=== risc_rf_fwd ===
### Routed clock nets over the placement, risc_rf_fwd

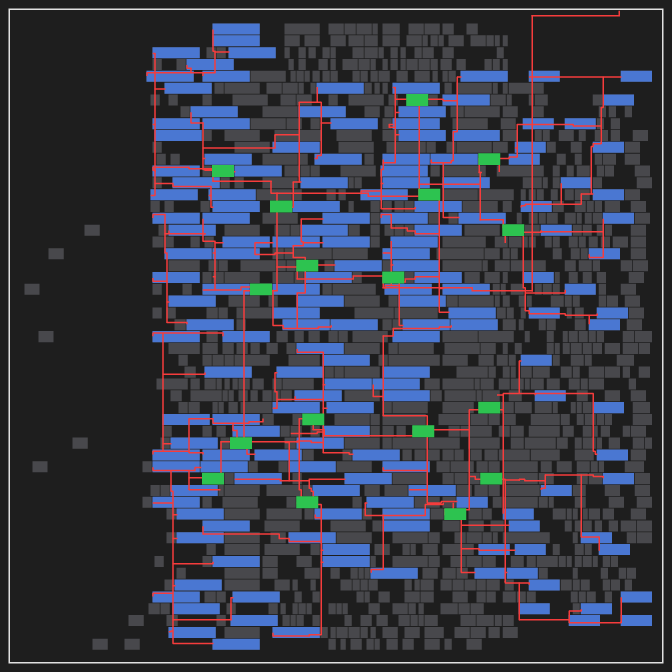

File: config.mk
export PLATFORM = sky130hd
export DESIGN_NAME = risc_rf_fwd
export DESIGN_NICKNAME = d
export VERILOG_FILES = /design/src/rtl/risc_rf_pkg.sv /design/src/rtl/risc_rf_scoreboard.sv /design/src/rtl/risc_rf_fwd.sv
export SDC_FILE = /design/constraint.sdc
export NUM_CORES = 1
export LEC_CHECK = 0
export CAP_MARGIN = 15
export CORE_MARGIN = 2
export CORE_UTILIZATION = 45
export CTS_BUF_LIST = sky130_fd_sc_hd__clkbuf_8
export CTS_CLUSTER_SIZE = 30
export DETAILED_ROUTE_END_ITERATION = 8
export GPL_ROUTABILITY_DRIVEN = 0
export PLACE_DENSITY = 0.75
export SYNTH_ARGS = -nofsm -noshare
export SYNTH_HDL_FRONTEND = slang
export SYNTH_HIERARCHICAL = 1
export SYNTH_SLANG_ARGS = --single-unit
File: constraint.sdc
create_clock -name clk -period 2.96 [get_ports clk]
set_clock_uncertainty 0.15 [all_clocks]
set_input_delay 0.592 -clock clk [delete_from_list [all_inputs] [get_ports clk]]
set_output_delay 0.592 -clock clk [all_outputs]
set_load 0.03 [all_outputs]
File: src/rtl/risc_rf_pkg.sv
// risc_rf_pkg: shared helpers and constants for the forwarding register file
package risc_rf_pkg;
  function automatic int rf_aw(input int n);
    return (n <= 2) ? 1 : $clog2(n);
  endfunction
  localparam int R0 = 0;
endpackage

File: src/rtl/risc_rf_scoreboard.sv
// risc_rf_scoreboard: per-register pending bits, set wins over a same-cycle clear
module risc_rf_scoreboard
  import risc_rf_pkg::*;
#(
  parameter int NREG = 8,
  localparam int AW = rf_aw(NREG)
) (
  input  logic            clk,
  input  logic            rst,
  input  logic            set_en,
  input  logic [AW-1:0]   set_num,
  input  logic            clr_en,
  input  logic [AW-1:0]   clr_num,
  output logic [NREG-1:0] pend
);
  logic [NREG-1:0] w_set;
  logic [NREG-1:0] w_clr;
  logic [NREG-1:0] r_pend;
  assign w_set = set_en ? NREG'(1) << set_num : '0;
  assign w_clr = clr_en ? NREG'(1) << clr_num : '0;
  assign pend  = r_pend;
  // clear first, then OR in the set so a newly issued op keeps its bit
  always_ff @(posedge clk)
    if (rst) r_pend <= '0;
    else     r_pend <= (r_pend & ~w_clr) | w_set;
endmodule

File: src/rtl/risc_rf_fwd.sv
// risc_rf_fwd: register file with EX/WB operand forwarding and load-hazard scoreboard
module risc_rf_fwd
  import risc_rf_pkg::*;
#(
  parameter int XLEN    = 16,
  parameter int NREG    = 8,
  parameter int NRD     = 2,
  parameter int ZERO_R0 = 0,
  localparam int AW = rf_aw(NREG)
) (
  input  logic              clk,
  input  logic              rst,
  input  logic [NRD*AW-1:0]   rd_num,
  output logic [NRD*XLEN-1:0] rd_data,
  output logic [NRD-1:0]      rd_hazard,
  output logic              stall,
  input  logic              ex_we,
  input  logic [AW-1:0]     ex_num,
  input  logic [XLEN-1:0]   ex_data,
  input  logic              iss_we,
  input  logic [AW-1:0]     iss_num,
  input  logic              wb_we,
  input  logic [AW-1:0]     wb_num,
  input  logic [XLEN-1:0]   wb_data,
  output logic [31:0]       stall_cnt
);
  typedef logic [AW-1:0]   rnum_t;
  typedef logic [XLEN-1:0] word_t;
  localparam rnum_t R0N = rnum_t'(R0);
  localparam bit    ZR  = (ZERO_R0 != 0);

  word_t           r_mem [NREG];
  logic [NREG-1:0] w_pend;
  logic [31:0]     r_stall_cnt;
  logic            w_wb_ok;
  logic            w_ex_ok;
  logic            w_iss_ok;

  assign w_wb_ok  = wb_we  && !(ZR && wb_num  == R0N);
  assign w_ex_ok  = ex_we  && !(ZR && ex_num  == R0N);
  assign w_iss_ok = iss_we && !(ZR && iss_num == R0N);

  risc_rf_scoreboard #(.NREG(NREG)) u_sb (
    .clk     (clk),
    .rst     (rst),
    .set_en  (w_iss_ok),
    .set_num (iss_num),
    .clr_en  (w_wb_ok),
    .clr_num (wb_num),
    .pend    (w_pend)
  );

  for (genvar k = 0; k < NRD; k++) begin : g_rd
    rnum_t w_n;
    logic  w_z;
    logic  w_ex;
    logic  w_wb;
    assign w_n  = rd_num[k*AW +: AW];
    assign w_z  = ZR && w_n == R0N;
    assign w_ex = w_ex_ok && ex_num == w_n;
    assign w_wb = w_wb_ok && wb_num == w_n;
    assign rd_data[k*XLEN +: XLEN] = w_z ? '0 : w_ex ? ex_data : w_wb ? wb_data : r_mem[w_n];
    assign rd_hazard[k] = !w_z && w_pend[w_n] && !w_ex && !w_wb;
  end

  assign stall     = |rd_hazard;
  assign stall_cnt = r_stall_cnt;

  // architectural array: cleared on reset, written from WB
  always_ff @(posedge clk)
    if (rst) for (int i = 0; i < NREG; i++) r_mem[i] <= '0;
    else if (w_wb_ok) r_mem[wb_num] <= wb_data;

  // saturating count of stalled cycles
  always_ff @(posedge clk)
    if (rst) r_stall_cnt <= '0;
    else if (stall && r_stall_cnt != '1) r_stall_cnt <= r_stall_cnt + 32'd1;
endmodule

=== key_serial_loader_flat ===
===== config.mk =====
export PLATFORM = sky130hd
export DESIGN_NAME = key_serial_loader_flat
export DESIGN_NICKNAME = d
export VERILOG_FILES = /design/src/rtl/lock_pkg.sv /design/src/rtl/key_serial_loader_if.sv /design/src/rtl/key_shift_reg.sv /design/src/rtl/key_serial_loader.sv /design/src/flat_wrapper.sv
export SDC_FILE = /design/constraint.sdc
export NUM_CORES = 1
export LEC_CHECK = 0
export CORE_MARGIN = 2
export CORE_UTILIZATION = 25
export CTS_BUF_LIST = sky130_fd_sc_hd__clkbuf_16
export DETAILED_ROUTE_END_ITERATION = 16
export GPL_TIMING_DRIVEN = 0
export PLACE_DENSITY_LB_ADDON = 0.25
export SETUP_SLACK_MARGIN = 0.02
export SYNTH_ARGS = -nofsm -noshare
export SYNTH_HDL_FRONTEND = slang
export SYNTH_SLANG_ARGS = --single-unit

===== constraint.sdc =====
create_clock -name clk -period 1.65 [get_ports clk]
set_clock_uncertainty 0.1 [all_clocks]
set_input_delay 0.2475 -clock clk [delete_from_list [all_inputs] [get_ports clk]]
set_output_delay 0.2475 -clock clk [all_outputs]
set_load 0.05 [all_outputs]

===== src/rtl/lock_pkg.sv =====
// lock_pkg: shared state encoding, limits and parity helper for the key loader
package lock_pkg;
  typedef enum logic [2:0] {IDLE, SHIFT, CHECK, DONE, ERR, LOCKOUT} state_e;
  localparam int KEY_W_MAX = 32;
  localparam int TRIES_MAX = 7;
  function automatic logic parity(input logic [KEY_W_MAX-1:0] v);
    return ^v;
  endfunction
endpackage


===== src/rtl/key_serial_loader_if.sv =====
// key_serial_loader_if: serial key-store link plus the key/reset lines to the locked core
interface key_serial_loader_if #(parameter int KEY_W = 1);
  logic load_start;
  logic key_sdi;
  logic key_svalid;
  logic key_sready;
  logic [KEY_W-1:0] key_out;
  logic key_valid;
  logic core_rst;
  logic key_err;
  logic busy;
  modport master (
    output load_start, key_sdi, key_svalid,
    input  key_sready, key_out, key_valid, core_rst, key_err, busy
  );
  modport slave (
    input  load_start, key_sdi, key_svalid,
    output key_sready, key_out, key_valid, core_rst, key_err, busy
  );
endinterface


===== src/rtl/key_shift_reg.sv =====
// key_shift_reg: MSB-first shadow register with transfer counter flagging when the key is complete
module key_shift_reg #(
  parameter int KEY_W = 1
) (
  input  logic             clk,
  input  logic             rst,
  input  logic             clr_i,
  input  logic             en_i,
  input  logic             din_i,
  output logic [KEY_W-1:0] shadow_o,
  output logic             count_done_o
);
  localparam int CW = $clog2(KEY_W + 2);
  logic [KEY_W-1:0] shadow_q;
  logic [CW-1:0]    cnt_q;
  // shift key bits in until KEY_W have arrived; the counter also counts the parity transfer
  always_ff @(posedge clk or posedge rst)
    if (rst) begin
      shadow_q <= '0;
      cnt_q    <= '0;
    end else if (clr_i) begin
      shadow_q <= '0;
      cnt_q    <= '0;
    end else if (en_i) begin
      if (!count_done_o) shadow_q <= KEY_W'({shadow_q, din_i});
      cnt_q <= cnt_q + 1'b1;
    end
  assign shadow_o     = shadow_q;
  assign count_done_o = cnt_q == CW'(KEY_W);
endmodule


===== src/rtl/key_serial_loader.sv =====
// key_serial_loader: loads a parity-protected key serially and releases the locked core only on success
module key_serial_loader
  import lock_pkg::*;
#(
  parameter int KEY_W     = 1,
  parameter int MAX_TRIES = 3
) (
  input logic                clk,
  input logic                rst,
  key_serial_loader_if.slave bus
);
  state_e           state_q;
  logic [2:0]       tries_q, tries_d;
  logic             par_q, busy_q, key_valid_q, core_rst_q, key_err_q;
  logic [KEY_W-1:0] key_out_q, shadow;
  logic             count_done, clr, en, bad;
  assign clr     = (state_q == IDLE || state_q == ERR) && bus.load_start;
  assign en      = state_q == SHIFT && bus.key_svalid;
  assign bad     = parity(KEY_W_MAX'(shadow)) ^ par_q;
  assign tries_d = tries_q + 3'd1;
  key_shift_reg #(.KEY_W(KEY_W)) u_sr (
    .clk          (clk),
    .rst          (rst),
    .clr_i        (clr),
    .en_i         (en),
    .din_i        (bus.key_sdi),
    .shadow_o     (shadow),
    .count_done_o (count_done)
  );
  // load sequencing; core-facing outputs follow state one cycle later so the key settles before core_rst drops
  always_ff @(posedge clk or posedge rst)
    if (rst) begin
      state_q     <= IDLE;
      tries_q     <= '0;
      par_q       <= 1'b0;
      busy_q      <= 1'b0;
      key_valid_q <= 1'b0;
      core_rst_q  <= 1'b1;
      key_err_q   <= 1'b0;
      key_out_q   <= '0;
    end else begin
      key_valid_q <= state_q == DONE;
      key_out_q   <= state_q == DONE ? shadow : '0;
      core_rst_q  <= !key_valid_q;
      key_err_q   <= (state_q == ERR || state_q == LOCKOUT) ? 1'b1 : state_q == DONE ? 1'b0 : key_err_q;
      case (state_q)
        IDLE, ERR: if (bus.load_start) begin
          state_q <= SHIFT;
          busy_q  <= 1'b1;
        end
        SHIFT: if (en && count_done) begin
          par_q   <= bus.key_sdi;
          state_q <= CHECK;
        end
        CHECK: begin
          busy_q <= 1'b0;
          if (!bad) state_q <= DONE;
          else begin
            tries_q <= tries_d;
            state_q <= tries_d == 3'(MAX_TRIES) ? LOCKOUT : ERR;
          end
        end
        default: ;
      endcase
    end
  assign bus.key_sready = state_q == SHIFT;
  assign bus.busy       = busy_q;
  assign bus.key_out    = key_out_q;
  assign bus.key_valid  = key_valid_q;
  assign bus.core_rst   = core_rst_q;
  assign bus.key_err    = key_err_q;
endmodule


===== src/flat_wrapper.sv =====
// flat-port wrapper written by rule: the top's interface ports become plain ports
module key_serial_loader_flat import lock_pkg::*;
#(
  parameter int KEY_W     = 1,
  parameter int MAX_TRIES = 3
)
  (clk, rst, bus_load_start, bus_key_sdi, bus_key_svalid, bus_key_sready, bus_key_out, bus_key_valid, bus_core_rst, bus_key_err, bus_busy);
  key_serial_loader_if #(.KEY_W(KEY_W)) bus_i ();
  input logic clk;
  input logic rst;
  input wire logic [$bits(bus_i.load_start)-1:0] bus_load_start;
  input wire logic [$bits(bus_i.key_sdi)-1:0] bus_key_sdi;
  input wire logic [$bits(bus_i.key_svalid)-1:0] bus_key_svalid;
  output wire logic [$bits(bus_i.key_sready)-1:0] bus_key_sready;
  output wire logic [$bits(bus_i.key_out)-1:0] bus_key_out;
  output wire logic [$bits(bus_i.key_valid)-1:0] bus_key_valid;
  output wire logic [$bits(bus_i.core_rst)-1:0] bus_core_rst;
  output wire logic [$bits(bus_i.key_err)-1:0] bus_key_err;
  output wire logic [$bits(bus_i.busy)-1:0] bus_busy;
  assign bus_i.load_start = bus_load_start;
  assign bus_i.key_sdi = bus_key_sdi;
  assign bus_i.key_svalid = bus_key_svalid;
  assign bus_key_sready = bus_i.key_sready;
  assign bus_key_out = bus_i.key_out;
  assign bus_key_valid = bus_i.key_valid;
  assign bus_core_rst = bus_i.core_rst;
  assign bus_key_err = bus_i.key_err;
  assign bus_busy = bus_i.busy;
  key_serial_loader #(.KEY_W(KEY_W), .MAX_TRIES(MAX_TRIES)) u_core (.clk(clk), .rst(rst), .bus(bus_i));
endmodule

=== ofs_fim_eth_tx_ss_bridge ===
### src/rtl/ofs_fim_eth_plat_if_pkg.sv
// Shared Ethernet platform types: AXI-S tuser payloads and TX bridge state.
package ofs_fim_eth_plat_if_pkg;

    localparam int unsigned ETH_PACKET_WIDTH         = 64;
    localparam int unsigned ETH_TX_ERROR_WIDTH       = 1;
    localparam int unsigned ETH_TX_USER_CLIENT_WIDTH = 2;

    // Bit positions inside the SS TX client field
    localparam int unsigned ETH_TX_CLIENT_ERR_BIT    = 0;
    localparam int unsigned ETH_TX_CLIENT_TRUNC_BIT  = 1;

    typedef struct packed {
        logic [ETH_TX_ERROR_WIDTH-1:0] error;
    } t_axis_eth_tx_tuser;

    typedef struct packed {
        logic [ETH_TX_USER_CLIENT_WIDTH-1:0] client;
    } t_axis_hssi_ss_tx_tuser;

    typedef enum logic [1:0] {
        IDLE = 2'd0,
        PASS = 2'd1,
        DROP = 2'd2
    } t_eth_tx_bridge_state;

endpackage

### src/rtl/ofs_fim_eth_tx_skid.sv
// Generic 2-entry AXI-S skid buffer: registered outputs, registered s_tready,
// one beat per clock sustained, one cycle of latency.
module ofs_fim_eth_tx_skid #(
    parameter int unsigned W = 8
) (
    input  logic         clk,
    input  logic         rst,
    input  logic         s_tvalid,
    output logic         s_tready,
    input  logic [W-1:0] s_tdata,
    output logic         m_tvalid,
    input  logic         m_tready,
    output logic [W-1:0] m_tdata
);

    logic         r_m_valid;
    logic [W-1:0] r_m_data;
    logic         r_sk_valid;
    logic [W-1:0] r_sk_data;
    logic         r_s_ready;

    logic         w_in_fire;
    logic         w_out_free;
    logic         w_m_valid_nxt;
    logic         w_sk_valid_nxt;

    assign w_in_fire  = s_tvalid && r_s_ready;
    assign w_out_free = !r_m_valid || m_tready;

    // Occupancy update; the skid entry only fills while the output is stalled
    always_comb begin
        w_m_valid_nxt  = r_m_valid;
        w_sk_valid_nxt = r_sk_valid;
        if (w_out_free) begin
            if (r_sk_valid) begin
                w_m_valid_nxt  = 1'b1;
                w_sk_valid_nxt = 1'b0;
            end else begin
                w_m_valid_nxt  = w_in_fire;
            end
        end else if (w_in_fire) begin
            w_sk_valid_nxt = 1'b1;
        end
    end

    // Control flops; ready is a flop so m_tready never reaches s_tready combinationally
    always_ff @(posedge clk) begin
        if (rst) begin
            r_m_valid  <= 1'b0;
            r_sk_valid <= 1'b0;
            r_s_ready  <= 1'b0;
        end else begin
            r_m_valid  <= w_m_valid_nxt;
            r_sk_valid <= w_sk_valid_nxt;
            r_s_ready  <= !w_sk_valid_nxt;
        end
    end

    // Payload flops; contents are don't-care while the matching valid is low
    always_ff @(posedge clk) begin
        if (w_out_free) begin
            r_m_data <= r_sk_valid ? r_sk_data : s_tdata;
        end
        if (!w_out_free && w_in_fire) begin
            r_sk_data <= s_tdata;
        end
    end

    assign s_tready = r_s_ready;
    assign m_tvalid = r_m_valid;
    assign m_tdata  = r_m_data;

endmodule

### src/rtl/ofs_fim_eth_tx_ss_bridge.sv
// TX bridge AFU AXI-S -> HSSI SS TX: error/truncation client bits, link gating
// at packet start, max-length truncation, registered output via skid buffer.
// Optional statistics counters enabled by defining ETH_TX_STATS_EN.
module ofs_fim_eth_tx_ss_bridge
    import ofs_fim_eth_plat_if_pkg::*;
#(
    parameter int unsigned DATA_W    = ETH_PACKET_WIDTH,
    parameter int unsigned MAX_BEATS = 192
) (
    input  logic                                clk,
    input  logic                                rst,
    input  logic                                s_tvalid,
    output logic                                s_tready,
    input  logic [DATA_W-1:0]                   s_tdata,
    input  logic [DATA_W/8-1:0]                 s_tkeep,
    input  logic                                s_tlast,
    input  logic [ETH_TX_ERROR_WIDTH-1:0]       s_tuser_error,
    output logic                                m_tvalid,
    input  logic                                m_tready,
    output logic [DATA_W-1:0]                   m_tdata,
    output logic [DATA_W/8-1:0]                 m_tkeep,
    output logic                                m_tlast,
    output logic [ETH_TX_USER_CLIENT_WIDTH-1:0] m_tuser_client,
    input  logic                                link_up,
    output logic [31:0]                         pkt_cnt,
    output logic [31:0]                         drop_cnt,
    output logic [31:0]                         trunc_cnt
);

    localparam int unsigned KEEP_W    = DATA_W / 8;
    localparam int unsigned PAYLOAD_W = DATA_W + KEEP_W + 1 + ETH_TX_USER_CLIENT_WIDTH;

    t_eth_tx_bridge_state   r_state;
    logic [15:0]            r_beat_cnt;
    logic                   r_err;

    t_axis_eth_tx_tuser     w_s_tuser;
    t_axis_hssi_ss_tx_tuser w_ss_tuser;
    t_axis_hssi_ss_tx_tuser w_m_tuser;
    logic                   w_skid_ready;
    logic                   w_fire;
    logic                   w_fwd;
    logic                   w_beat_err;
    logic                   w_is_max;
    logic                   w_m_tlast;
    logic [PAYLOAD_W-1:0]   w_skid_in;
    logic [PAYLOAD_W-1:0]   w_skid_out;

    assign w_s_tuser.error = s_tuser_error;
    assign w_beat_err      = |w_s_tuser.error;
    assign w_fire          = s_tvalid && w_skid_ready;
    assign s_tready        = w_skid_ready;
    // In PASS, the beat now on the input is beat number MAX_BEATS
    assign w_is_max        = (r_beat_cnt == 16'(MAX_BEATS - 1));

    // Per-beat forwarding decision and outgoing sideband
    always_comb begin
        w_fwd      = 1'b0;
        w_m_tlast  = s_tlast;
        w_ss_tuser = '0;
        case (r_state)
            IDLE: begin
                w_fwd = link_up;
                w_ss_tuser.client[ETH_TX_CLIENT_ERR_BIT] = w_beat_err;
            end
            PASS: begin
                w_fwd = 1'b1;
                w_ss_tuser.client[ETH_TX_CLIENT_ERR_BIT] = r_err || w_beat_err;
                if (!s_tlast && w_is_max) begin
                    w_m_tlast = 1'b1;
                    w_ss_tuser.client[ETH_TX_CLIENT_TRUNC_BIT] = 1'b1;
                end
            end
            default: begin
                w_fwd = 1'b0;
            end
        endcase
    end

    // Packet FSM, advanced only by accepted input beats
    always_ff @(posedge clk) begin
        if (rst) begin
            r_state    <= IDLE;
            r_beat_cnt <= 16'd0;
            r_err      <= 1'b0;
        end else if (w_fire) begin
            case (r_state)
                IDLE: begin
                    r_beat_cnt <= 16'd0;
                    r_err      <= 1'b0;
                    if (!s_tlast) begin
                        if (link_up) begin
                            r_state    <= PASS;
                            r_beat_cnt <= 16'd1;
                            r_err      <= w_beat_err;
                        end else begin
                            r_state    <= DROP;
                        end
                    end
                end
                PASS: begin
                    if (s_tlast || w_is_max) begin
                        r_state    <= s_tlast ? IDLE : DROP;
                        r_beat_cnt <= 16'd0;
                        r_err      <= 1'b0;
                    end else begin
                        r_beat_cnt <= r_beat_cnt + 16'd1;
                        r_err      <= r_err || w_beat_err;
                    end
                end
                DROP: begin
                    if (s_tlast) begin
                        r_state <= IDLE;
                    end
                end
                default: begin
                    r_state <= IDLE;
                end
            endcase
        end
    end

    assign w_skid_in = {s_tdata, s_tkeep, w_m_tlast, w_ss_tuser};

    ofs_fim_eth_tx_skid #(
        .W (PAYLOAD_W)
    ) u_skid (
        .clk      (clk),
        .rst      (rst),
        .s_tvalid (s_tvalid && w_fwd),
        .s_tready (w_skid_ready),
        .s_tdata  (w_skid_in),
        .m_tvalid (m_tvalid),
        .m_tready (m_tready),
        .m_tdata  (w_skid_out)
    );

    assign {m_tdata, m_tkeep, m_tlast, w_m_tuser} = w_skid_out;
    assign m_tuser_client = w_m_tuser.client;

`ifdef ETH_TX_STATS_EN
    logic [31:0] r_pkt_cnt;
    logic [31:0] r_drop_cnt;
    logic [31:0] r_trunc_cnt;
    logic        w_pkt_inc;
    logic        w_drop_inc;
    logic        w_trunc_inc;

    // Qualifying-beat decode for the statistics
    always_comb begin
        w_pkt_inc   = 1'b0;
        w_drop_inc  = 1'b0;
        w_trunc_inc = 1'b0;
        if (w_fire) begin
            case (r_state)
                IDLE: begin
                    w_pkt_inc  = link_up && s_tlast;
                    w_drop_inc = !link_up;
                end
                PASS: begin
                    w_pkt_inc   = s_tlast;
                    w_trunc_inc = !s_tlast && w_is_max;
                end
                default: begin
                    w_pkt_inc = 1'b0;
                end
            endcase
        end
    end

    // Saturating statistics counters
    always_ff @(posedge clk) begin
        if (rst) begin
            r_pkt_cnt   <= 32'd0;
            r_drop_cnt  <= 32'd0;
            r_trunc_cnt <= 32'd0;
        end else begin
            if (w_pkt_inc && (r_pkt_cnt != 32'hFFFF_FFFF)) begin
                r_pkt_cnt <= r_pkt_cnt + 32'd1;
            end
            if (w_drop_inc && (r_drop_cnt != 32'hFFFF_FFFF)) begin
                r_drop_cnt <= r_drop_cnt + 32'd1;
            end
            if (w_trunc_inc && (r_trunc_cnt != 32'hFFFF_FFFF)) begin
                r_trunc_cnt <= r_trunc_cnt + 32'd1;
            end
        end
    end

    assign pkt_cnt   = r_pkt_cnt;
    assign drop_cnt  = r_drop_cnt;
    assign trunc_cnt = r_trunc_cnt;
`else
    assign pkt_cnt   = 32'h0;
    assign drop_cnt  = 32'h0;
    assign trunc_cnt = 32'h0;
`endif

endmodule
### config.mk
export PLATFORM = sky130hd
export DESIGN_NAME = ofs_fim_eth_tx_ss_bridge
export DESIGN_NICKNAME = d
export VERILOG_FILES = /design/src/rtl/ofs_fim_eth_plat_if_pkg.sv /design/src/rtl/ofs_fim_eth_tx_skid.sv /design/src/rtl/ofs_fim_eth_tx_ss_bridge.sv
export SDC_FILE = /design/constraint.sdc
export NUM_CORES = 1
export LEC_CHECK = 0
export CAP_MARGIN = 20
export CORE_MARGIN = 2
export CORE_UTILIZATION = 46
export CTS_BUF_LIST = sky130_fd_sc_hd__clkbuf_16
export CTS_CLUSTER_SIZE = 20
export DETAILED_ROUTE_END_ITERATION = 8
export PLACE_DENSITY_LB_ADDON = 0.08
export RECOVER_POWER = 50
export SETUP_SLACK_MARGIN = 0.4
export SLEW_MARGIN = 10
export SYNTH_ARGS = -nofsm -noshare
export SYNTH_HDL_FRONTEND = slang
export SYNTH_SLANG_ARGS = --single-unit
### constraint.sdc
create_clock -name clk -period 12.45 [get_ports clk]
set_input_delay 1.245 -clock clk [delete_from_list [all_inputs] [get_ports clk]]
set_output_delay 1.245 -clock clk [all_outputs]
set_load 0.05 [all_outputs]
=== l2_gan_param_loader ===
File: src/rtl/l2_gan_pkg.sv
`default_nettype none
// ============================================================================
// Module   : l2_gan_pkg
// Brief    : Shared word size, load length, bank address map and FSM
//            encoding for the l2_gan parameter loader.
// Revision : 1.0 - initial release
// ============================================================================
package l2_gan_pkg;

    localparam int WIDTH       = 16;
    localparam int TOTAL_WORDS = 73;

    // Bank address map: base word address and length in words per segment.
    localparam int L1_W_BASE = 0;   localparam int L1_W_LEN = 16;
    localparam int L1_B_BASE = 16;  localparam int L1_B_LEN = 4;
    localparam int L2_W_BASE = 20;  localparam int L2_W_LEN = 8;
    localparam int L2_B_BASE = 28;  localparam int L2_B_LEN = 2;
    localparam int L3_W_BASE = 30;  localparam int L3_W_LEN = 2;
    localparam int L3_B_BASE = 32;  localparam int L3_B_LEN = 1;
    localparam int L4_W_BASE = 33;  localparam int L4_W_LEN = 1;
    localparam int L4_B_BASE = 34;  localparam int L4_B_LEN = 1;
    localparam int L5_W_BASE = 35;  localparam int L5_W_LEN = 1;
    localparam int L5_B_BASE = 36;  localparam int L5_B_LEN = 1;
    localparam int L6_W_BASE = 37;  localparam int L6_W_LEN = 2;
    localparam int L6_B_BASE = 39;  localparam int L6_B_LEN = 2;
    localparam int L7_W_BASE = 41;  localparam int L7_W_LEN = 8;
    localparam int L7_B_BASE = 49;  localparam int L7_B_LEN = 4;
    localparam int L8_W_BASE = 53;  localparam int L8_W_LEN = 16;
    localparam int L8_B_BASE = 69;  localparam int L8_B_LEN = 4;

    typedef enum logic [1:0] {
        ST_IDLE = 2'd0,
        ST_LOAD = 2'd1,
        ST_DONE = 2'd2
    } state_t;

endpackage : l2_gan_pkg
`default_nettype wire

File: src/rtl/l2_gan_param_loader.sv
`default_nettype none
// ============================================================================
// Module   : l2_gan_param_loader
// Brief    : Serial valid/ready loader filling the l2_gan weight/bias bank.
//            Optional checksum word: define L2_GAN_PARAM_LOADER_CKSUM_EN.
// Revision : 1.0 - initial release
// ============================================================================
module l2_gan_param_loader
    import l2_gan_pkg::*;
(
    input  logic                 clk,
    input  logic                 rst,
    input  logic                 start,
    input  logic [WIDTH-1:0]     in_data,
    input  logic                 in_valid,
    output logic                 in_ready,
    output logic                 busy,
    output logic                 params_valid,
    output logic [6:0]           word_cnt,
`ifdef L2_GAN_PARAM_LOADER_CKSUM_EN
    output logic                 cksum_err,
`endif
    output logic [255:0]         L1_w,
    output logic [63:0]          L1_b,
    output logic [127:0]         L2_w,
    output logic [31:0]          L2_b,
    output logic [31:0]          L3_w,
    output logic [15:0]          L3_b,
    output logic [15:0]          L4_w,
    output logic [15:0]          L4_b,
    output logic [15:0]          L5_w,
    output logic [15:0]          L5_b,
    output logic [31:0]          L6_w,
    output logic [31:0]          L6_b,
    output logic [127:0]         L7_w,
    output logic [63:0]          L7_b,
    output logic [255:0]         L8_w,
    output logic [63:0]          L8_b
);

`ifdef L2_GAN_PARAM_LOADER_CKSUM_EN
    localparam int LOAD_WORDS = TOTAL_WORDS + 1;
`else
    localparam int LOAD_WORDS = TOTAL_WORDS;
`endif

    state_t                        state_q, state_d;
    logic [6:0]                    cnt_q, cnt_d;
    logic [WIDTH-1:0]              bank_q [TOTAL_WORDS];
    logic [WIDTH*TOTAL_WORDS-1:0]  bank_flat;
    logic                          accept;

    // A start in LOAD restarts the load, so the word offered with it is dropped.
    assign accept = (state_q == ST_LOAD) && in_valid && !start;

    always_ff @(posedge clk or posedge rst) begin
        if (rst) begin
            state_q <= ST_IDLE;
            cnt_q   <= '0;
        end else begin
            state_q <= state_d;
            cnt_q   <= cnt_d;
        end
    end

    always_comb begin
        state_d = state_q;
        cnt_d   = cnt_q;
        case (state_q)
            ST_IDLE: begin
                if (start) begin
                    state_d = ST_LOAD;
                    cnt_d   = '0;
                end
            end
            ST_LOAD: begin
                if (start) begin
                    cnt_d = '0;
                end else if (in_valid) begin
                    cnt_d = cnt_q + 7'd1;
                    if (cnt_q == 7'(LOAD_WORDS - 1)) state_d = ST_DONE;
                end
            end
            ST_DONE: begin
                if (start) begin
                    state_d = ST_LOAD;
                    cnt_d   = '0;
                end
            end
            default: begin
                state_d = ST_IDLE;
                cnt_d   = '0;
            end
        endcase
    end

    for (genvar i = 0; i < TOTAL_WORDS; i++) begin : g_bank
        always_ff @(posedge clk or posedge rst) begin
            if (rst) begin
                bank_q[i] <= '0;
            end else if (accept && (cnt_q == 7'(i))) begin
                bank_q[i] <= in_data;
            end
        end
        assign bank_flat[i*WIDTH +: WIDTH] = bank_q[i];
    end

`ifdef L2_GAN_PARAM_LOADER_CKSUM_EN
    logic [WIDTH-1:0] sum_q, sum_d;
    logic             err_q, err_d;

    // Sum covers stored words only; the trailing checksum word is compared, not summed.
    always_comb begin
        sum_d = sum_q;
        err_d = err_q;
        if (start && (state_q != ST_LOAD || state_q == ST_LOAD)) begin
            sum_d = '0;
            err_d = 1'b0;
        end else if (accept) begin
            if (cnt_q < 7'(TOTAL_WORDS)) sum_d = sum_q + in_data;
            else                         err_d = ((sum_q + in_data) != '0);
        end
    end

    always_ff @(posedge clk or posedge rst) begin
        if (rst) begin
            sum_q <= '0;
            err_q <= 1'b0;
        end else begin
            sum_q <= sum_d;
            err_q <= err_d;
        end
    end

    assign cksum_err    = err_q;
    assign params_valid = (state_q == ST_DONE) && !err_q;
`else
    assign params_valid = (state_q == ST_DONE);
`endif

    assign in_ready = (state_q == ST_LOAD);
    assign busy     = (state_q == ST_LOAD);
    assign word_cnt = cnt_q;

    assign L1_w = bank_flat[L1_W_BASE*WIDTH +: L1_W_LEN*WIDTH];
    assign L1_b = bank_flat[L1_B_BASE*WIDTH +: L1_B_LEN*WIDTH];
    assign L2_w = bank_flat[L2_W_BASE*WIDTH +: L2_W_LEN*WIDTH];
    assign L2_b = bank_flat[L2_B_BASE*WIDTH +: L2_B_LEN*WIDTH];
    assign L3_w = bank_flat[L3_W_BASE*WIDTH +: L3_W_LEN*WIDTH];
    assign L3_b = bank_flat[L3_B_BASE*WIDTH +: L3_B_LEN*WIDTH];
    assign L4_w = bank_flat[L4_W_BASE*WIDTH +: L4_W_LEN*WIDTH];
    assign L4_b = bank_flat[L4_B_BASE*WIDTH +: L4_B_LEN*WIDTH];
    assign L5_w = bank_flat[L5_W_BASE*WIDTH +: L5_W_LEN*WIDTH];
    assign L5_b = bank_flat[L5_B_BASE*WIDTH +: L5_B_LEN*WIDTH];
    assign L6_w = bank_flat[L6_W_BASE*WIDTH +: L6_W_LEN*WIDTH];
    assign L6_b = bank_flat[L6_B_BASE*WIDTH +: L6_B_LEN*WIDTH];
    assign L7_w = bank_flat[L7_W_BASE*WIDTH +: L7_W_LEN*WIDTH];
    assign L7_b = bank_flat[L7_B_BASE*WIDTH +: L7_B_LEN*WIDTH];
    assign L8_w = bank_flat[L8_W_BASE*WIDTH +: L8_W_LEN*WIDTH];
    assign L8_b = bank_flat[L8_B_BASE*WIDTH +: L8_B_LEN*WIDTH];

endmodule : l2_gan_param_loader
`default_nettype wire

File: config.mk
export PLATFORM = sky130hd
export DESIGN_NAME = l2_gan_param_loader
export DESIGN_NICKNAME = d
export VERILOG_FILES = /design/src/rtl/l2_gan_pkg.sv /design/src/rtl/l2_gan_param_loader.sv
export SDC_FILE = /design/constraint.sdc
export NUM_CORES = 2
export LEC_CHECK = 0
export ABC_AREA = 1
export CAP_MARGIN = 20
export CORE_AREA = 3 3 463 465
export CTS_CLUSTER_DIAMETER = 120
export DETAILED_ROUTE_END_ITERATION = 7
export DIE_AREA = 0 0 466 468
export PLACE_DENSITY = 0.45
export SLEW_MARGIN = 0
export SYNTH_ARGS = -nofsm -noshare
export SYNTH_HDL_FRONTEND = slang
export SYNTH_SLANG_ARGS = --single-unit
export TNS_END_PERCENT = 5
File: constraint.sdc
create_clock -name clk -period 46.6 [get_ports clk]
set_clock_uncertainty 0.05 [all_clocks]
set_input_delay 4.66 -clock clk [delete_from_list [all_inputs] [get_ports clk]]
set_output_delay 4.66 -clock clk [all_outputs]
set_load 0.02 [all_outputs]
### Sizing map, risc_rf_fwd

The bar under the picture is 50 um long.
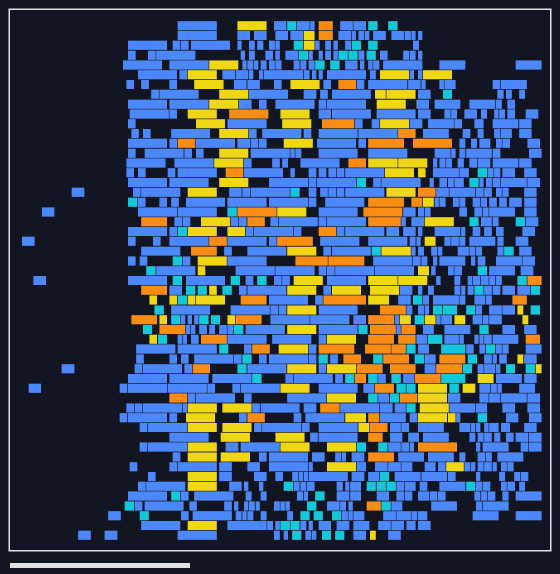
size	colour	cells
x1 and smaller	blue	730
x3 and x4	cyan	100
x6 and larger	orange	65
x2	yellow	99

About 'Routed clock nets over the placement' of risc_rf_fwd:
[flip-flops] blue | count: 168
[clock wires] red | length: 2050 um
[clock-net drivers] green | count: 17
routed clock nets	18

==> Implementation_results.wiki, risc_rf_fwd <==
== Run summary ==
{| class="wikitable"
! Metric !! Value
|-
| HPWL after DPL || 18060 um
|-
| CTS tree || built
|-
| Flop and latch count out of synthesis || 168
|-
| Antenna violations before repair || 0
|-
| CP max-delay cell || sky130_fd_sc_hd__dlygate4sd2_1
|-
| DP Cell Count || 1217
|-
| Critical Path Source Type || input port
|-
| OpenROAD warnings || 26
|-
| Global routing met1 resource utilization || 0.3051
|-
| Count of input and output buffers || 118
|-
| Violations in the final reports || setup timing
|-
| I/O pin count || 119
|-
| CP cell instances || dlygate4sd2_1, buf_6, xnor2_2, nand4_1, buf_6, buf_4, buf_16, nand2_1, o21ai_2, o21ai_2, buf_6
|-
| Hold Crit Start || stall_cnt[19]
|-
| Data arrival, critical path || 2.34 ns
|-
| CP bufs+invs || 6
|-
| Count of instantiated cells in the yosys netlist || 807
|-
| Crit path DRT || 2.22 ns
|-
| XOR/XNOR share of the synthesized area || 0.01463
|-
| Number of warning messages in the yosys log || 6
|-
| Post-detailed-route count of antenna-violating nets || 0
|-
| Grt ovf || 0
|-
| Number of setup violations in the final report || 17
|-
| Net count, final || 1035
|-
| Topmost layer with routed signal wires || met4
|-
| Vias || 7612
|-
| Class of the most critical hold timing path || reg -> reg
|-
| Post-synthesis instance area || 0.009578 mm^2
|-
| Number of violations of the max-capacitance limit || 0
|-
| Launch point of the worst path || wb_num[0]
|-
| Measured slew at the worst slew-check pin || 0.4748 ns
|-
| Overall Global Routing Usage || 0.2517
|-
| Setup WS post-layout || -0.1248 ns
|-
| Cell family with the largest share of critical-path delay || buffers and inverters
|-
| Area fraction in and, or, nand and nor cells || 0.1974
|-
| Std-Cell Core Area || 0.02096 mm^2
|-
| Biggest area cells || sky130_fd_sc_hd__edfxtp_1 (40%), sky130_fd_sc_hd__mux4_2 (16%), sky130_fd_sc_hd__and2_1 (8.5%), sky130_fd_sc_hd__dfxtp_1 (8.4%), sky130_fd_sc_hd__mux2i_1 (3.7%)
|-
| Setup TNS || -1.160 ns
|-
| Share of the clock period used by the worst path after layout || 1.042
|-
| Top library cells by usage in the layout, fill and taps aside || sky130_fd_sc_hd__and2_1 (130), sky130_fd_sc_hd__edfxtp_1 (128), sky130_fd_sc_hd__buf_4 (92)
|-
| Final hold violation count || 0
|-
| Outcome || finished, violations left
|}
-- risc_rf_fwd: report_power, final --
part	switching [uW]	total [uW]	internal, uW
clock network	902	1910	1010
logic	680	1280	600
registers	73.8	2730	2650
total	1660	5920	4260
-- risc_rf_fwd: final cells by class --
type	instances	area, um^2
clock buffer	17	234.0
clock inverter	14	221.5
fill	1617	8544
inverter	6	22.52
multi-input combinational	577	4698
sequential	168	4644
tap	275	344.1
timing repair buffer	212	2246
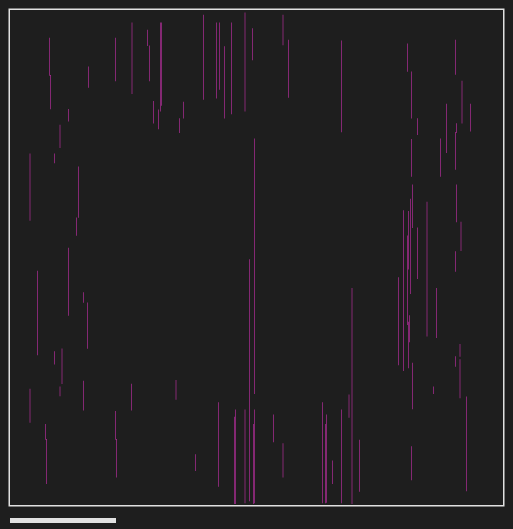
*M4 wires, l2_gan_param_loader*
The bar under the picture is 100 um long.
nets with wire on the layer	51
longest straight run	241 um
wire length on this layer	4920 um
main direction	vertical
share of all routed wire	2.3%

### The clock network, l2_gan_param_loader

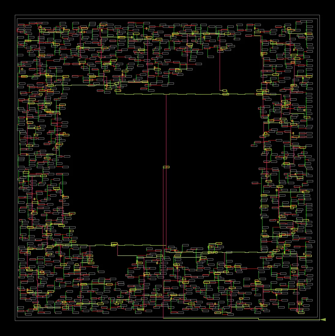
clock sink total: 1177
number of flip-flops and latches: 1177
clock buffer count: 215
clk latency late pin: 0.75 ns
clock buffers created by TritonCTS: 143

==> Implementation_results.wiki, l2_gan_param_loader <==
== Run summary ==
{| class="wikitable"
! Metric !! Value
|-
| Outcome || complete, no violations
|-
| Flop and latch count out of synthesis || 1177
|-
| Sequential group share of total power || 0.430
|-
| Hold Crit Start || L1_b[48]
|-
| Antenna violations before repair || 9
|-
| WL per Instance || 25.25 um
|-
| Routed via count divided by cell count || 4.320
|-
| Top fanout value on the critical path || 155
|-
| Routed met2 length || 102300 um
|-
| R2R Setup Slk || 42.05 ns
|-
| Number of violations reported at the end of detailed-routing iteration 0 || 3175
|-
| OpenROAD warnings || 51
|-
| Switching Share || 0.2855
|-
| CP cell instances || clkdlybuf4s50_1, inv_8, buf_12, buf_4, buf_4, buf_4, buf_12
|-
| Synthesized area divided by synthesized cell count || 9.731 um^2
|-
| Wire length on met3 || 20810 um
|-
| HPWL after DPL || 146400 um
|-
| Layer carrying the most global-route usage || met2
|-
| Max_slew headroom || 0.2133
|-
| Combinational gate count || 3028
|-
| Worst reg2reg path depth || 11
|-
| Post-detailed-routing wire length || 217300 um
|-
| Highest clock frequency the design can meet || 111.7 MHz
|-
| Number of violations of the max-capacitance limit || 0
|-
| Setup TNS || 0 ns
|-
| Most repeated library cell on the critical path || sky130_fd_sc_hd__buf_4
|-
| Crit path kind || in -> async
|-
| Number of stages on the worst hold path || 2
|-
| DP Cell Count || 8347
|-
| Biggest area cells || sky130_fd_sc_hd__dfrtp_1 (65%), sky130_fd_sc_hd__nand2_1 (14%), sky130_fd_sc_hd__o21ai_0 (7.3%), sky130_fd_sc_hd__nand3_1 (5.2%), sky130_fd_sc_hd__clkbuf_1 (1.4%)
|-
| CTS tree || built
|-
| Most frequently placed logic cell in the final layout || sky130_fd_sc_hd__nand2_1
|-
| Instance tally after logic synthesis || 4624
|-
| Overall Global Routing Usage || 0.1937
|-
| Longest Clk Path Bufs || 3
|-
| Post-synthesis instance area || 0.04500 mm^2
|-
| Hold-fix buffer count after cts || 0
|-
| Combinational share of power || 0.136
|-
| Proportion of cell area spent on the clock network || 0.07218
|-
| Sort of element at the end of the critical path || asynchronous set/reset pin
|-
| Std-Cell Core Area || 0.2100 mm^2
|-
| Worst Hold Margin || 0.4178 ns
|-
| Crit. path cell count || 7
|-
| Post-route DRC violation count || 0
|-
| Post-route design area || 0.06392 mm^2
|}
==> l2_gan_param_loader: kinds of logic (layout without fill, tap and decap cells) <==
group                    Yosys count  count (layout)  synth area share
AND/OR/NAND/NOR                 2296            2296            0.2147
flip-flops                      1177            1177            0.6546
AND-OR/OR-AND                    728             728           0.08109
buffers and inverters            419            1590           0.04852
adder cells (fa/ha/maj)            4               4          0.001112
other                              0               9                 0
==> l2_gan_param_loader: registers in the layout, indices dropped and copies added, names as in the netlist, 64 cells and up <==
name / flops
L1_b: 64
L2_w: 128
L7_w: 128
L7_b: 64
L1_w: 256
L8_b: 64
L8_w: 256
### The clock network, key_serial_loader_flat

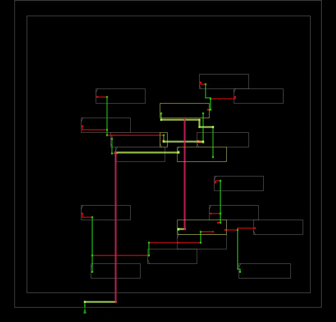
clk latency late pin: 0.24 ns
number of flip-flops and latches: 15
clock group power: 457 uW

==> Implementation_results.wiki, key_serial_loader_flat <==
== Run summary ==
{| class="wikitable"
! Metric !! Value
|-
| WL per Instance || 11.38 um
|-
| M1 wire length || 591 um
|-
| DP Area || 860.8 um^2
|-
| CP max-delay cell || sky130_fd_sc_hd__dfstp_2
|-
| Clock buffers created by TritonCTS || 3
|-
| OpenROAD warnings || 28
|-
| Wire length on met3 || 66 um
|-
| Worst reg2reg path depth || 3
|-
| Yosys top cell area share || 0.4938
|-
| Std-Cell Core Area || 0.002734 mm^2
|-
| CP bufs+invs || 1
|-
| Final hold violation count || 0
|-
| Portion of the layout cell area used by non-clock buffers || 0.1113
|-
| Clock sink total || 15
|-
| Crit. path cell count || 1
|-
| CTS tree || built
|-
| Comb. cell area || 300.3 um^2
|-
| Post-CTS sizing || 11
|-
| Number of buffers added for setup after CTS || 0
|-
| Number of standard-cell rows in the floorplan || 19
|-
| Multi-input logic portion of the cell area || 0.3217
|-
| Detailed-routing iteration count for the pre-antenna-repair pass || 4
|-
| Outcome || complete, no violations
|-
| Count of input and output buffers || 10
|-
| Final count of pins violating max slew || 0
|}
[key_serial_loader_flat: power breakdown]
| part | switching, uW | total [uW] | leakage, uW | internal [uW] |
|---|---|---|---|---|
| clock network | 137 | 457 | 0.0000423 | 320 |
| registers | 0 | 369 | 0.000189 | 369 |
| logic | 10.1 | 19.0 | 0.000225 | 8.97 |
[key_serial_loader_flat: logic make-up after synthesis]
logic type	Yosys count	synth area share
simple gates	17	0.1622
compound gates	15	0.1288
flops	15	0.5309
buf+inv	10	0.05466
xor+xnor	4	0.04939
fa+ha+maj	3	0.05292
mux	1	0.02116
### Routed clock nets over the placement, ofs_fim_eth_tx_ss_bridge

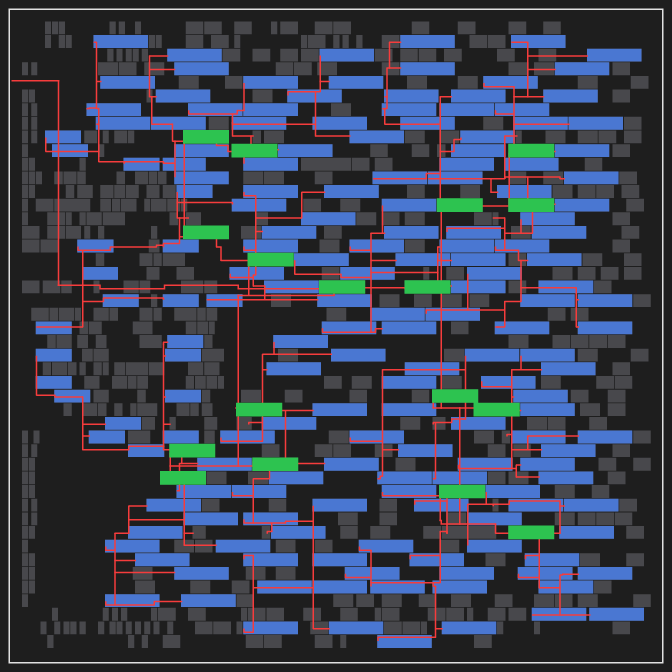
[clock-net drivers] green | count: 17
[flip-flops] blue | count: 172
[clock wires] red | length: 1880 um
routed clock nets	18
flops lie	spread over the die

==> Implementation_results.wiki, ofs_fim_eth_tx_ss_bridge <==
== Run summary ==
{| class="wikitable"
! Metric !! Value
|-
| Outcome || finished, violations left
|-
| Violations in the final reports || capacitance limit, slew limit
|-
| Highest clock frequency the design can meet || 188.0 MHz
|-
| Register share after synthesis || 0.6767
|-
| Met2 track demand over resource || 0.2535
|-
| Setup WS post-layout || 7.132 ns
|-
| Flop and latch count out of synthesis || 172
|-
| Final count of pins violating max slew || 64
|-
| DP Area || 0.008727 mm^2
|-
| Clock buffers created by TritonCTS || 17
|-
| Pin count of the biggest net entering global routing || 80
|-
| OpenROAD warnings || 26
|-
| Detailed-routing iteration count for the pre-antenna-repair pass || 4
|-
| Aoi share || 0.02877
|-
| Pwr Density || 143.1 mW/mm^2
|-
| Area fraction in and, or, nand and nor cells || 0.05805
|-
| Count of input and output buffers || 155
|-
| Time the final worst path needs with I/O delays and setup || 5.318 ns
|-
| Clock sink total || 172
|-
| # H-tree levels || 4
|-
| Setup TNS || 0 ns
|-
| Number of violations of the max-capacitance limit || 1
|-
| Class of the most critical hold timing path || reg -> reg
|-
| CP bufs+invs || 3
|-
| Worst flop-to-flop path endpoint || u_skid.m_tdata[32]
|-
| Final hold violation count || 0
|-
| Top fanout value on the critical path || 63
|-
| Post-route DRC violation count || 0
|-
| Global-route wire length before repair || 20150 um
|-
| Number of stages on the worst hold path || 2
|-
| Yosys top cell area share || 0.6164
|-
| Global routing met1 resource utilization || 0.2080
|-
| Number of distinct library cells after synthesis || 51
|-
| Clock Root Buffer || sky130_fd_sc_hd__clkbuf_16
|-
| Clock-pin slew on the worst setup and hold paths || 0.06 ns
|-
| Number of standard-cell rows in the floorplan || 46
|-
| Number of violations reported at the end of detailed-routing iteration 0 || 262
|-
| Overall power of the completed layout || 1328 uW
|-
| Synthesized area divided by synthesized cell count || 15.71 um^2
|-
| Leading register cell type out of synthesis || sky130_fd_sc_hd__edfxtp_1
|-
| Largest logic family || multiplexers
|-
| Synth top cell by count || sky130_fd_sc_hd__edfxtp_1
|-
| Longest Clk Path Bufs || 2
|-
| HPWL after DPL || 8851 um
|}
## ofs_fim_eth_tx_ss_bridge: final cells by class
type,count,area (um^2),area share
Multi-Input combinational cell,273,1916,0.2064
Clock buffer,17,425.4,0.04583
Clock inverter,15,108.9,0.01173
Tap cell,216,270.3,0.02912
Sequential cell,172,4949,0.5332
Timing Repair Buffer,159,1594,0.1717
Inverter,5,18.77,0.002022
## ofs_fim_eth_tx_ss_bridge: power by group
part | switching [uW] | total [uW] | internal (uW)
Combinational | 147 | 200 | 53.6
Sequential | 5.65 | 651 | 645
Clock | 206 | 477 | 271
Total | 359 | 1330 | 970

=== full_adder_unit ===
### Placed cells, one colour a class, full_adder_unit

The bar under the picture is 10 um long.
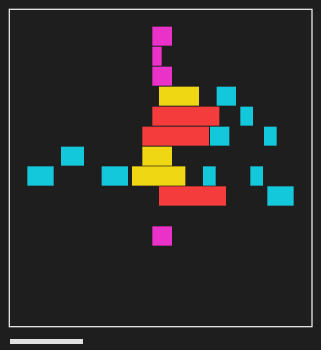
### Metal 3, full_adder_unit

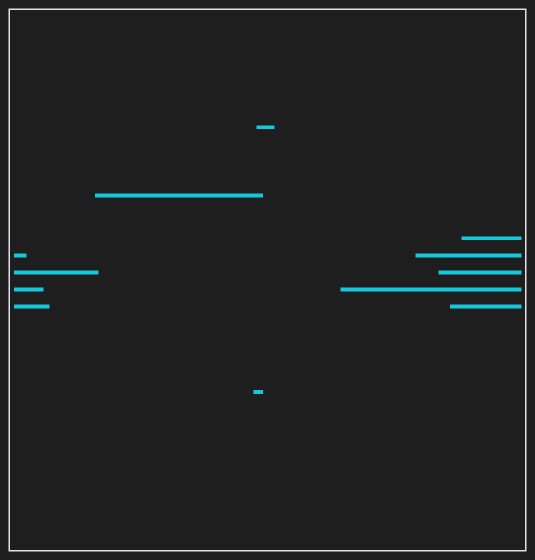
### Sizing map, full_adder_unit

The bar under the picture is 10 um long.
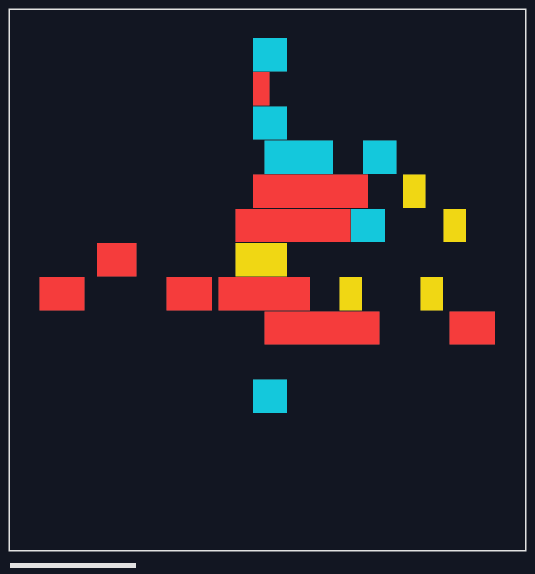
$ cat config.mk
export PLATFORM = sky130hd
export DESIGN_NAME = full_adder_unit
export DESIGN_NICKNAME = d
export VERILOG_FILES = /design/src/rtl/full_adder_pkg.sv /design/src/rtl/full_adder_bit.sv /design/src/rtl/full_adder_unit.sv
export SDC_FILE = /design/constraint.sdc
export NUM_CORES = 1
export LEC_CHECK = 0
export CORE_AREA = 2 2 39 41
export DETAILED_ROUTE_END_ITERATION = 7
export DIE_AREA = 0 0 41 43
export PLACE_DENSITY_LB_ADDON = 0.3
export SYNTH_ARGS = -nofsm -noshare
export SYNTH_HDL_FRONTEND = slang
export SYNTH_HIERARCHICAL = 1
export SYNTH_SLANG_ARGS = --single-unit
export TNS_END_PERCENT = 50
$ cat constraint.sdc
create_clock -name clk -period 0.92 [get_ports clk]
set_input_delay 0.184 -clock clk [delete_from_list [all_inputs] [get_ports clk]]
set_output_delay 0.184 -clock clk [all_outputs]
set_load 0.005 [all_outputs]
$ cat src/rtl/full_adder_pkg.sv
`default_nettype none
// ============================================================================
//  Module      : full_adder_pkg
//  Description : Shared constants and result type for the full_adder_unit
//                block: default and maximum operand width, plus a
//                {carry, sum} result record sized for the widest operand.
//  Revision    : 1.0  initial release
// ============================================================================
package full_adder_pkg;

    localparam int DEFAULT_WIDTH = 1;
    localparam int MAX_WIDTH     = 64;

    // Result of one addition. The sum field is sized for MAX_WIDTH; narrower
    // instances use only the low WIDTH bits.
    typedef struct packed {
        logic                 carry;
        logic [MAX_WIDTH-1:0] sum;
    } result_t;

endpackage
`default_nettype wire

$ cat src/rtl/full_adder_bit.sv
`default_nettype none
// ============================================================================
//  Module      : full_adder_bit
//  Description : Combinational 1-bit full-adder cell.
//  Ports       : a, b  - operand bits
//                ci    - carry in
//                s     - sum bit   (a ^ b ^ ci)
//                co    - carry out (majority of a, b, ci)
//  Revision    : 1.0  initial release
// ============================================================================
module full_adder_bit (
    input  logic a,
    input  logic b,
    input  logic ci,
    output logic s,
    output logic co
);

    assign s  = a ^ b ^ ci;
    assign co = (a & b) | (a & ci) | (b & ci);

endmodule
`default_nettype wire

$ cat src/rtl/full_adder_unit.sv
`default_nettype none
// ============================================================================
//  Module      : full_adder_unit
//  Description : Registered WIDTH-bit ripple-carry adder. On each rising clk
//                edge with in_valid high, {Carry, Sum} = in1 + in2 + c0 is
//                captured; out_valid is in_valid delayed by one cycle. With
//                in_valid low the result registers hold their value.
//  Ports       : clk       - rising-edge clock
//                rst_n     - asynchronous active-low reset
//                in_valid  - operands valid this cycle
//                in1, in2  - unsigned operands, WIDTH bits
//                c0        - carry in
//                out_valid - Sum/Carry hold a new result
//                Sum       - registered sum, WIDTH bits
//                Carry     - registered carry out
//                ovf       - registered signed overflow (only when the
//                            FULL_ADDER_OVF_EN macro is defined)
//  Config      : FULL_ADDER_OVF_EN - adds the ovf output and its register.
//  Revision    : 1.0  initial release
// ============================================================================
module full_adder_unit
    import full_adder_pkg::*;
#(
    parameter int WIDTH = DEFAULT_WIDTH
) (
    input  logic             clk,
    input  logic             rst_n,
    input  logic             in_valid,
    input  logic [WIDTH-1:0] in1,
    input  logic [WIDTH-1:0] in2,
    input  logic             c0,
    output logic             out_valid,
    output logic [WIDTH-1:0] Sum,
    output logic             Carry
`ifdef FULL_ADDER_OVF_EN
    ,
    output logic             ovf
`endif
);

    if (WIDTH < 1 || WIDTH > MAX_WIDTH) begin : g_width_check
        $error("full_adder_unit: WIDTH=%0d outside legal range 1..%0d",
               WIDTH, MAX_WIDTH);
    end

    // Ripple chain: carry[i] feeds cell i, carry[WIDTH] is the carry out.
    logic [WIDTH:0]   carry_chain;
    logic [WIDTH-1:0] sum_d;

    assign carry_chain[0] = c0;

    for (genvar i = 0; i < WIDTH; i++) begin : g_cell
        full_adder_bit u_bit (
            .a  (in1[i]),
            .b  (in2[i]),
            .ci (carry_chain[i]),
            .s  (sum_d[i]),
            .co (carry_chain[i+1])
        );
    end

    logic [WIDTH-1:0] sum_q;
    logic             carry_q;
    logic             valid_q;

    always_ff @(posedge clk or negedge rst_n) begin
        if (!rst_n) begin
            sum_q   <= '0;
            carry_q <= 1'b0;
            valid_q <= 1'b0;
        end else begin
            valid_q <= in_valid;
            if (in_valid) begin
                sum_q   <= sum_d;
                carry_q <= carry_chain[WIDTH];
            end
        end
    end

    assign Sum       = sum_q;
    assign Carry     = carry_q;
    assign out_valid = valid_q;

`ifdef FULL_ADDER_OVF_EN
    // Signed overflow: carry into the MSB disagrees with carry out of it.
    logic ovf_d;
    logic ovf_q;

    assign ovf_d = carry_chain[WIDTH] ^ carry_chain[WIDTH-1];

    always_ff @(posedge clk or negedge rst_n) begin
        if (!rst_n) begin
            ovf_q <= 1'b0;
        end else if (in_valid) begin
            ovf_q <= ovf_d;
        end
    end

    assign ovf = ovf_q;
`endif

endmodule
`default_nettype wire

==> Implementation_results.wiki <==
== Run summary ==
{| class="wikitable"
! Metric !! Value
|-
| Setup WS post-layout || -0.04943 ns
|-
| Comb group || 86.6 uW
|-
| Taps Inserted || 16
|-
| I/O pin count || 9
|-
| Outcome || finished, violations left
|-
| Violations in the final reports || setup timing
|-
| OpenROAD warnings || 29
|-
| Multi-input logic portion of the cell area || 0.1917
|-
| Final count of pins violating max slew || 0
|-
| Layer carrying the most global-route usage || met4
|-
| Number of setup violations in the final report || 1
|-
| Power of the sequential group || 156 uW
|-
| Clock sink total || 3
|-
| Clock buffer count || 4
|-
| Maximum cell stage delay along the critical path || 0.46 ns
|-
| DIE WIDTH || 41 um
|}
About 'Placed cells, one colour a class' of full_adder_unit:
class	colour	cells
clock drivers and dummy loads	magenta	4
remaining logic cells	yellow	3
remaining buffers and delay cells	cyan	10
registers	red	3

About 'Metal 3' of full_adder_unit:
main direction	horizontal
nets with wire on the layer	10
longest straight run	14.1 um

About 'Sizing map' of full_adder_unit:
size	colour	cells
x3 and x4	cyan	6
x1 and smaller	red	9
x2	yellow	5

-- synthesized netlist by cell type --
master,n,area share
sky130_fd_sc_hd__mux2_2,2,0.19
sky130_fd_sc_hd__fa_1,1,0.17
sky130_fd_sc_hd__dfrtp_1,3,0.64
-- state kept, by name, summed over array words and instances, names as in the netlist --
name	count
Sum	1
Carry	1
out_valid	1
-- worst reg2reg max path, cell delays in order (launching register included) --
cell and delay [ns]:
sky130_fd_sc_hd__dfrtp_1 0.36, sky130_fd_sc_hd__buf_4 0.13, sky130_fd_sc_hd__mux2_4 0.25


==> layout pictures side by side <==
Routed clock nets over the placement.
panel A
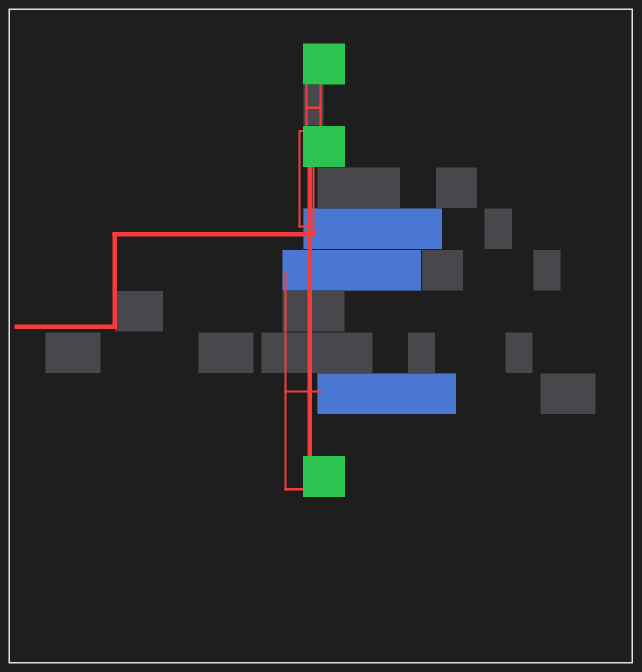
panel B
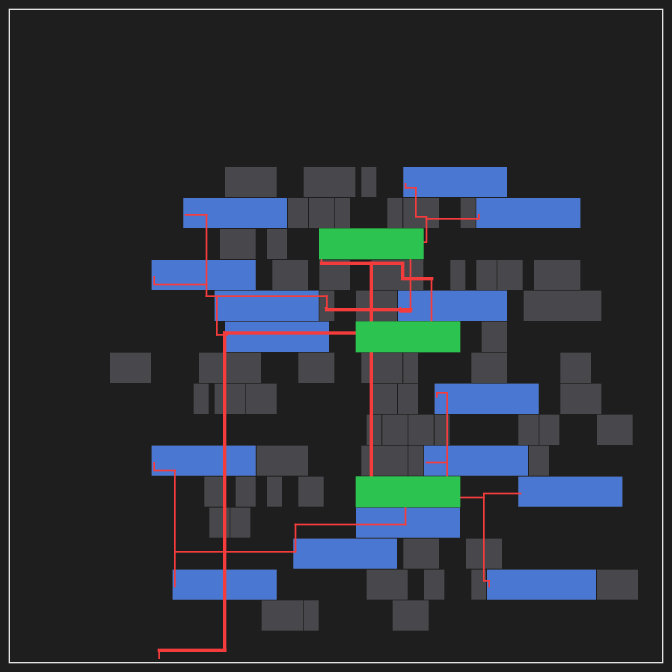
panel C
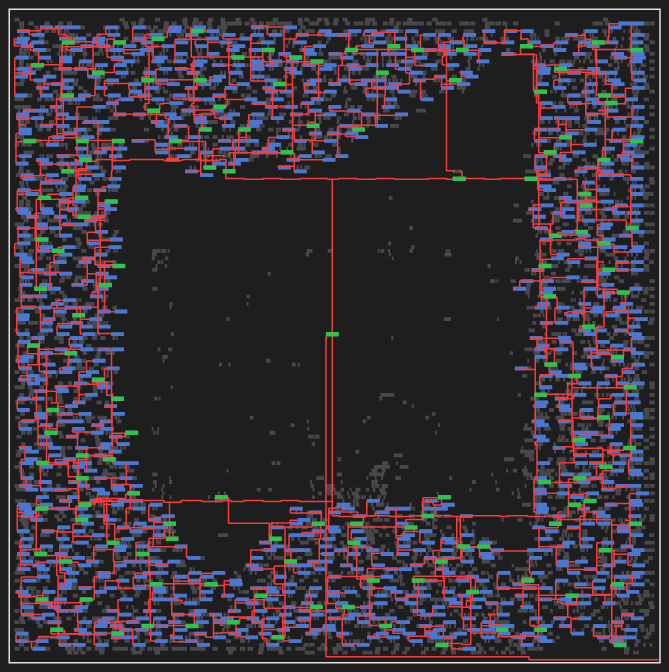
l2_gan_param_loader -> panel C
key_serial_loader_flat -> panel B
full_adder_unit -> panel A

No activity file was given, so power comes from the tool's default toggle rates.
